=== db_store ===
db_store/class_map.png
Fill, decap, tap and diode cells in grey.
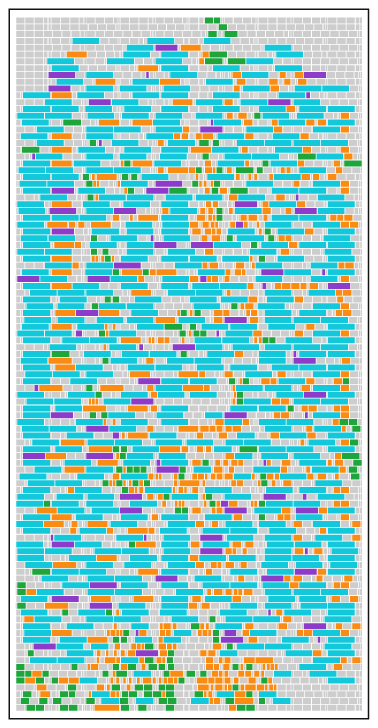

### config.mk
export PLATFORM = sky130hd
export DESIGN_NAME = db_store
export DESIGN_NICKNAME = d
export VERILOG_FILES = /design/src/rtl/db_pkg.sv /design/src/rtl/db_mem.sv /design/src/rtl/db_store.sv
export SDC_FILE = /design/constraint.sdc
export NUM_CORES = 1
export LEC_CHECK = 0
export CAP_MARGIN = 20
export CORE_AREA = 2 2 141 281
export DETAILED_ROUTE_END_ITERATION = 7
export DIE_AREA = 0 0 143 283
export HOLD_SLACK_MARGIN = 0.15
export PLACE_DENSITY_LB_ADDON = 0.1
export SYNTH_ARGS = -nofsm -noshare
export SYNTH_HDL_FRONTEND = slang
export SYNTH_HIERARCHICAL = 1
export SYNTH_SLANG_ARGS = --single-unit
### constraint.sdc
create_clock -name clk -period 2.9 [get_ports clk]
set_input_delay 0.435 -clock clk [delete_from_list [all_inputs] [get_ports clk]]
set_output_delay 0.435 -clock clk [all_outputs]
set_load 0.02 [all_outputs]
### src/rtl/db_pkg.sv
// Shared sizing constants for the data buffer store.
package db_pkg;

    localparam int unsigned DB_DEPTH  = 64;
    localparam int unsigned DB_AW     = 6;
    localparam int unsigned DB_PTR_W  = 7;
    localparam int unsigned DB_OCC_W  = 7;
    localparam int unsigned DB_BYTE_W = 8;

    typedef logic [DB_BYTE_W-1:0] db_byte_t;

endpackage : db_pkg

### src/rtl/db_mem.sv
// DEPTH x 8 register file: one write port, one registered read port.
// The array itself is never reset; only the read register is.
module db_mem
    import db_pkg::*;
#(
    parameter int unsigned DEPTH = DB_DEPTH,
    parameter int unsigned AW    = DB_AW
) (
    input  logic           clk,
    input  logic           rst,
    input  logic           we,
    input  logic [AW-1:0]  waddr,
    input  db_byte_t       wdata,
    input  logic           re,
    input  logic [AW-1:0]  raddr,
    output db_byte_t       rdata
);

    db_byte_t mem [DEPTH];

    // Storage write; same-cycle read sees the old contents.
    always_ff @(posedge clk) begin
        if (we) begin
            mem[waddr] <= wdata;
        end
    end

    // Registered read port; holds its value when not reading.
    always_ff @(posedge clk) begin
        if (rst) begin
            rdata <= '0;
        end else if (re) begin
            rdata <= mem[raddr];
        end
    end

endmodule : db_mem

### src/rtl/db_store.sv
// Byte data buffer: TX/RX write source mux, write pointer, occupancy
// tracking, and overrun/underrun error pulses around a db_mem array.
module db_store
    import db_pkg::*;
#(
    parameter int unsigned DEPTH = DB_DEPTH,
    parameter int unsigned AW    = DB_AW
) (
    input  logic                 clk,
    input  logic                 rst,
    input  logic                 store_tx_data,
    input  logic [7:0]           tx_packet_data,
    input  logic                 store_rx_packet_data,
    input  logic [7:0]           rx_packet_data,
    input  logic                 read_en,
    input  logic [DB_PTR_W-1:0]  read_ptr,
    input  logic                 clear,
    input  logic                 flush,
    output logic [DB_OCC_W-1:0]  buff_occ,
    output logic [DB_PTR_W-1:0]  write_ptr,
    output logic [7:0]           rd_data,
    output logic                 rd_valid,
    output logic                 full,
    output logic                 empty,
    output logic                 overrun,
    output logic                 underrun
);

    logic     wr_req;
    db_byte_t wr_byte;
    logic     wr_ok;
    logic     rd_ok;
    logic     kill;
    logic     mem_we;
    logic     mem_re;
    logic     unused_ptr_bits;

    // Only the low AW bits of the read pointer address the array.
    assign unused_ptr_bits = ^read_ptr[DB_PTR_W-1:AW];

    assign full  = (buff_occ == DB_OCC_W'(DEPTH));
    assign empty = (buff_occ == '0);

    // Request decode: TX wins over RX, full buffer accepts only with a read.
    always_comb begin
        wr_req  = store_tx_data | store_rx_packet_data;
        wr_byte = store_tx_data ? tx_packet_data : rx_packet_data;
        rd_ok   = read_en & ~empty;
        wr_ok   = wr_req & (~full | read_en);
        kill    = clear | flush;
        mem_we  = wr_ok & ~kill & ~rst;
        mem_re  = rd_ok & ~kill;
    end

    // Pointer, occupancy and status register updates.
    always_ff @(posedge clk) begin
        if (rst) begin
            write_ptr <= '0;
            buff_occ  <= '0;
            rd_valid  <= 1'b0;
            overrun   <= 1'b0;
            underrun  <= 1'b0;
        end else if (kill) begin
            write_ptr <= '0;
            buff_occ  <= '0;
            rd_valid  <= 1'b0;
            overrun   <= 1'b0;
            underrun  <= 1'b0;
        end else begin
            if (wr_ok) begin
                write_ptr <= write_ptr + DB_PTR_W'(1);
            end
            case ({wr_ok, rd_ok})
                2'b10:   buff_occ <= buff_occ + DB_OCC_W'(1);
                2'b01:   buff_occ <= buff_occ - DB_OCC_W'(1);
                default: buff_occ <= buff_occ;
            endcase
            rd_valid <= rd_ok;
            overrun  <= wr_req & ~wr_ok;
            underrun <= read_en & empty;
        end
    end

    db_mem #(
        .DEPTH (DEPTH),
        .AW    (AW)
    ) u_mem (
        .clk   (clk),
        .rst   (rst),
        .we    (mem_we),
        .waddr (write_ptr[AW-1:0]),
        .wdata (wr_byte),
        .re    (mem_re),
        .raddr (read_ptr[AW-1:0]),
        .rdata (rd_data)
    );

endmodule : db_store

=== multi_pop_fifo ===
`src/rtl/multi_pop_fifo.sv`:
```
`default_nettype none
// ============================================================================
// Module  : multi_pop_fifo
// Brief   : Single-push, multi-pop FIFO over a circular buffer of arbitrary
//           depth. Up to POP_WIDTH oldest elements are presented per cycle,
//           with a same-cycle bypass of the incoming element when the visible
//           window is not yet full.
// Revision: 1.0 - initial release
// ============================================================================
module multi_pop_fifo #(
    parameter int DATA_WIDTH = 4,
    parameter int POP_WIDTH  = 4,
    parameter int ELEMENTS   = 9
) (
    input  logic                                clk,
    input  logic                                rst,
    input  logic [DATA_WIDTH-1:0]               din,
    input  logic                                din_valid,
    output logic                                din_ready,
    output logic [POP_WIDTH*DATA_WIDTH-1:0]     dout,
    output logic [$clog2(POP_WIDTH+1)-1:0]      dout_valid_ct,
    input  logic [$clog2(POP_WIDTH+1)-1:0]      dout_ready_ct
);

    localparam int CNT_W = $clog2(POP_WIDTH + 1);
    localparam int OCC_W = $clog2(ELEMENTS + 1);
    // One extra bit so count + push never overflows the arithmetic.
    localparam int AW    = OCC_W + 1;
    localparam int PTR_W = (ELEMENTS > 1) ? $clog2(ELEMENTS) : 1;
    localparam int SW    = PTR_W + AW;

    // Pointer advance modulo ELEMENTS. ptr < ELEMENTS and inc <= ELEMENTS,
    // so a single conditional subtract is always enough.
    function automatic logic [PTR_W-1:0] wrap_add(input logic [PTR_W-1:0] ptr,
                                                  input logic [AW-1:0]    inc);
        logic [SW-1:0] sum;
        sum = SW'(ptr) + SW'(inc);
        if (sum >= SW'(ELEMENTS)) begin
            sum = sum - SW'(ELEMENTS);
        end
        return sum[PTR_W-1:0];
    endfunction

    logic [DATA_WIDTH-1:0] mem_q [ELEMENTS];
    logic [PTR_W-1:0]      head_q, head_d;
    logic [PTR_W-1:0]      tail_q, tail_d;
    logic [OCC_W-1:0]      count_q, count_d;

    logic                  w_push;
    logic                  w_write;
    logic                  w_bypass_taken;
    logic [AW-1:0]         w_count;
    logic [AW-1:0]         w_visible;
    logic [AW-1:0]         w_valid_ct;
    logic [AW-1:0]         w_ready_ct;
    logic [AW-1:0]         w_pop;
    logic [AW-1:0]         w_stored_pop;

    // Ready depends only on registered occupancy.
    assign din_ready      = (count_q < OCC_W'(ELEMENTS));
    assign w_push         = din_valid & din_ready;

    assign w_count        = AW'(count_q);
    assign w_visible      = w_count + AW'(w_push);
    assign w_valid_ct     = (w_visible > AW'(POP_WIDTH)) ? AW'(POP_WIDTH) : w_visible;
    assign dout_valid_ct  = w_valid_ct[CNT_W-1:0];

    // Consumer may ask for more than is visible; clamp to what is offered.
    assign w_ready_ct     = AW'(dout_ready_ct);
    assign w_pop          = (w_ready_ct < w_valid_ct) ? w_ready_ct : w_valid_ct;

    // Popping past the stored elements can only mean the bypassed element
    // was taken too; it then never touches storage.
    assign w_bypass_taken = (w_pop > w_count);
    assign w_stored_pop   = w_bypass_taken ? w_count : w_pop;
    assign w_write        = w_push & ~w_bypass_taken;

    // Next-state pointers and occupancy.
    always_comb begin
        head_d  = wrap_add(head_q, w_stored_pop);
        tail_d  = w_write ? wrap_add(tail_q, AW'(1)) : tail_q;
        count_d = OCC_W'(w_count + AW'(w_write) - w_stored_pop);
    end

    // Output lanes: stored elements first, then the bypassed element, then zero.
    for (genvar k = 0; k < POP_WIDTH; k++) begin : g_lane
        localparam logic [AW-1:0] c_LANE = AW'(k);
        logic [PTR_W-1:0]      w_rd_idx;
        logic [DATA_WIDTH-1:0] w_lane;

        assign w_rd_idx = wrap_add(head_q, c_LANE);

        // Select the lane source by position relative to occupancy.
        always_comb begin
            w_lane = '0;
            if (c_LANE < w_count) begin
                w_lane = mem_q[w_rd_idx];
            end else if ((c_LANE == w_count) && w_push) begin
                w_lane = din;
            end
        end

        assign dout[k*DATA_WIDTH +: DATA_WIDTH] = w_lane;
    end

    // Pointer and occupancy registers, cleared asynchronously.
    always_ff @(posedge clk or posedge rst) begin
        if (rst) begin
            head_q  <= '0;
            tail_q  <= '0;
            count_q <= '0;
        end else begin
            head_q  <= head_d;
            tail_q  <= tail_d;
            count_q <= count_d;
        end
    end

    // Storage write; contents are not reset, and nothing is written during reset.
    always_ff @(posedge clk) begin
        if (w_write && !rst) begin
            mem_q[tail_q] <= din;
        end
    end

endmodule
`default_nettype wire
```
`config.mk`:
```
export PLATFORM = sky130hd
export DESIGN_NAME = multi_pop_fifo
export DESIGN_NICKNAME = d
export VERILOG_FILES = /design/src/rtl/multi_pop_fifo.sv
export SDC_FILE = /design/constraint.sdc
export NUM_CORES = 1
export LEC_CHECK = 0
export CORE_MARGIN = 2
export CORE_UTILIZATION = 50
export CTS_BUF_LIST = sky130_fd_sc_hd__clkbuf_8 sky130_fd_sc_hd__clkbuf_16
export DETAILED_ROUTE_END_ITERATION = 16
export PLACE_DENSITY_LB_ADDON = 0.3
export SLEW_MARGIN = 10
export SYNTH_ARGS = -nofsm -noshare
export SYNTH_HDL_FRONTEND = slang
export SYNTH_SLANG_ARGS = --single-unit
```
`constraint.sdc`:
```
create_clock -name clk -period 12.14 [get_ports clk]
set_clock_uncertainty 0.15 [all_clocks]
set_input_delay 2.428 -clock clk [delete_from_list [all_inputs] [get_ports clk]]
set_output_delay 2.428 -clock clk [all_outputs]
set_load 0.01 [all_outputs]
```
multi_pop_fifo/clock_wires.png
Bar = 20 um.
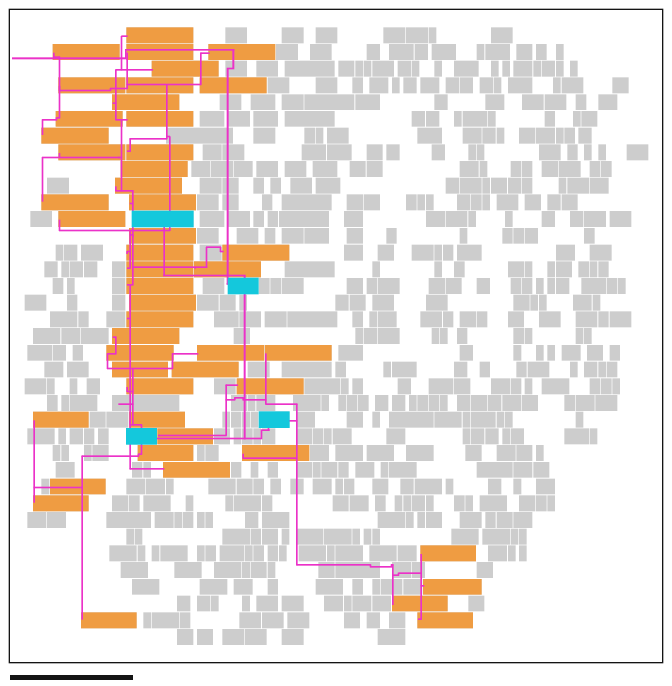
[orange] flip-flops | count: 48
[magenta] clock wires | length: 633 um
[cyan] clock-net drivers | count: 5
routed clock nets	6

multi_pop_fifo/class_map.png
Fill, decap, tap and diode cells in grey.
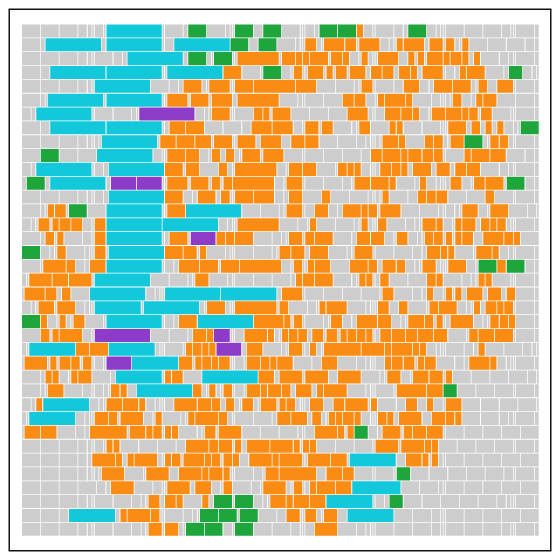
colour	class	cells	share of their area
green	remaining buffers and delay cells	34	5.9%
cyan	registers	48	25%
orange	remaining logic cells	512	67%
purple	clock drivers and dummy loads	8	2.5%

==> flow_summary.json, multi_pop_fifo <==
{
  "period_used_pct": 73.8,
  "yosysTopAreaCellShare_pct": 20.7,
  "max_cap_violations": 0,
  "dominant_cells": "combinational gates",
  "synth-edff-count": 36,
  "first_iter_violations": 482,
  "hold_violations": 0,
  "async_flop_share_pct": 25.0,
  "synth_area_um2": 5210,
  "dp_cells": 730,
  "post_cts_resized": 0,
  "clock_tree.root_cell": "clkbuf_8",
  "via_per_inst": 6.63,
  "avgSynthCellArea_um2": 8.76,
  "top_register": "mem_q",
  "status": "complete, no violations",
  "grt_use_met1_pct": 37.8,
  "final-comb-area_um2": 3570,
  "gr-usage-all-layers_pct": 28.1,
  "nFillCells": 919,
  "ff_type": "edfxtp_1",
  "xor_share_pct": 3.48,
  "cp_data_required_time_ns": 12.18,
  "cts_sinks": 48,
  "hold-path-endpoint": "tail_q[2]$_DFFE_PP0P_",
  "cts_tree": "done"
}
[multi_pop_fifo: worst max-delay path, stage by stage]
cell and delay [ns]:
clkdlybuf4s50_1 0.58, and2_1 0.26, ha_1 0.20, ha_1 0.20, or2_2 0.30, a21oi_1 0.41, nand2_1 0.14, ha_1 0.34
o21ai_0 0.20, o21ai_0 0.11, a21oi_1 0.16, a21o_1 0.12, ha_1 0.24, nor2b_1 0.13, o21a_1 0.16, o21a_1 0.16
o21ai_1 0.48, nor2_1 0.08, a21oi_1 0.24, ha_1 0.23, inv_1 0.06, fa_1 0.50, ha_1 0.22, nand3b_1 0.15
a221oi_1 0.59, a31oi_1 0.14, xor2_1 0.18
db_store/pinout.png
Pins as bars across the die edge, other pins in grey.
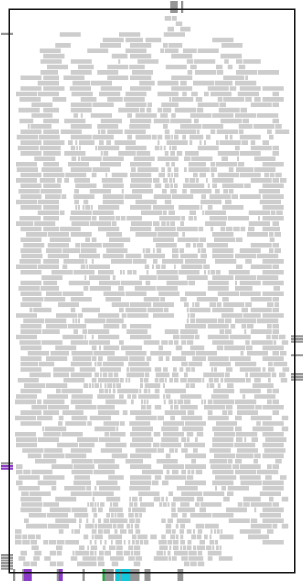
colour	port	pins	direction	edge
cyan	`write_ptr`	7	output	south
green	`read_en`	1	input	south
purple	`tx_packet_data`	8	input	6 south, 2 west
all pins by edge	35 south, 10 west, 7 east, 5 north
die height: 283 um
PortBufs: 55
Die Wd: 143 um

About db_store/class_map.png:
colour	class	cells	share of their area
purple	clock drivers and dummy loads	82	6.2%
green	remaining buffers and delay cells	185	7.1%
orange	remaining logic cells	561	21%
cyan	registers	537	66%

==> flow_summary.json, db_store <==
{
  "largest_registers": "u_mem/mem: 512 flops, u_mem/rdata: 8 flops",
  "synth-edff-count": 512,
  "cp_common_cell": "buf_4",
  "dominant_cells": "sequential cells",
  "top_layer": "met4",
  "synth_nets": 1204,
  "grt_busiest_layer": "met2",
  "largest_reg_flops": 512,
  "drc": 0,
  "inverters": 8,
  "postSynthSeqShare_pct": 74.6,
  "buf_share_pct": 6.93,
  "holdWs_ns": 0.476,
  "routedWlPerCell_um": 25.2,
  "seq-cell-share_pct": 63.9,
  "path_buffers": 4,
  "dieArea_um2": 40500,
  "period_used_pct": 98.5,
  "cts_max_path_buffers": 3,
  "r2r_end": "u_mem/mem[4][6]$_DFFE_PP_",
  "grt_use_met1_pct": 32.0,
  "slew_viol_final": 0,
  "rr_startpoint": "buff_occ[1]$_SDFFE_PP0P_",
  "post_cts_buffers": 0,
  "r2r_cells": 10,
  "clock_tree.root_cell": "clkbuf_16",
  "clock_cell_area_share_pct": 6.07,
  "yosysUniqueCellTypes": 55,
  "worstSkewPairLatency_ns": 0.57,
  "status": "complete, no violations",
  "tns_ns": 0,
  "flop-count": 537,
  "tap-cell-count": 520,
  "netlist_instances": 1166,
  "grt_util_met2_pct": 41.4,
  "gp_congestion": 0.863
}
==> db_store: synth_stat cells, types with 2 or more instances <==
library cell / instances / share of area [%]
nor2b_1: 8 / 0.24
edfxtp_1: 512 / 72
nor3_1: 6 / 0.14
nand2b_1: 4 / 0.12
mux2i_1: 129 / 6.1
inv_1: 7 / 0.12
o21a_1: 3 / 0.11
a221o_1: 8 / 0.38
xor2_1: 2 / 0.082
nand3_1: 41 / 0.96
a21o_1: 2 / 0.070
or3_1: 4 / 0.12
o21ai_0: 4 / 0.094
buf_6: 5 / 0.26
nand3b_1: 3 / 0.11
dfxtp_1: 25 / 2.4
a22oi_1: 96 / 3.4
clkbuf_1: 27 / 0.48
a21oi_1: 9 / 0.21
nor3b_1: 11 / 0.39
mux4_2: 56 / 5.9
nand2_1: 16 / 0.28
mux2_2: 8 / 0.42
mux4_1: 8 / 0.99
nor4b_1: 3 / 0.12
buf_1: 4 / 0.070
o311ai_0: 2 / 0.082
o41ai_1: 2 / 0.082
ha_1: 7 / 0.41
nand4_1: 18 / 0.53
buf_2: 30 / 0.71
nor2_1: 82 / 1.4
and3_1: 2 / 0.059

## Gallery

Placement view.
(a)
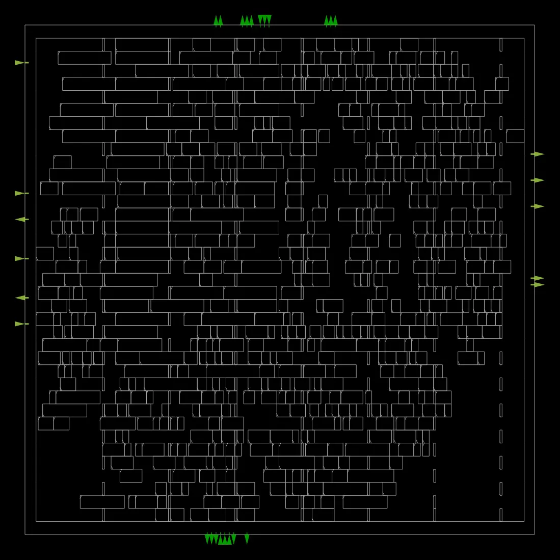
(b)
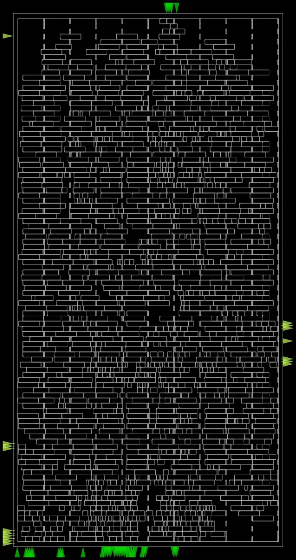
multi_pop_fifo: (a)
db_store: (b)



==> gallery <==
Signal wires by layer.
shot_01.png
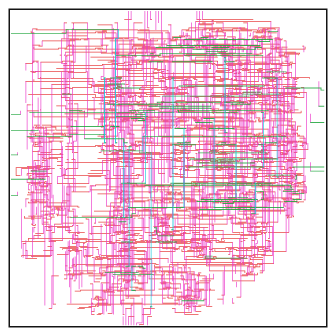
shot_02.png
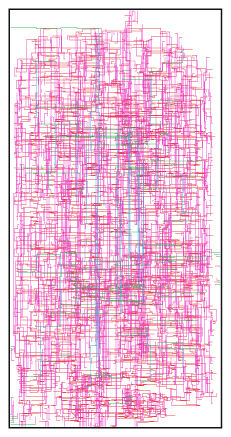
For multi_pop_fifo, see shot_01.png.
For db_store, see shot_02.png.
The one with the most wire is shot_02.png.

Key to shot_02.png:
colour	layer	wire length
cyan	M4	1560 um
magenta	M2	25.2 mm
green	M3	2050 um
red	M1	18700 um

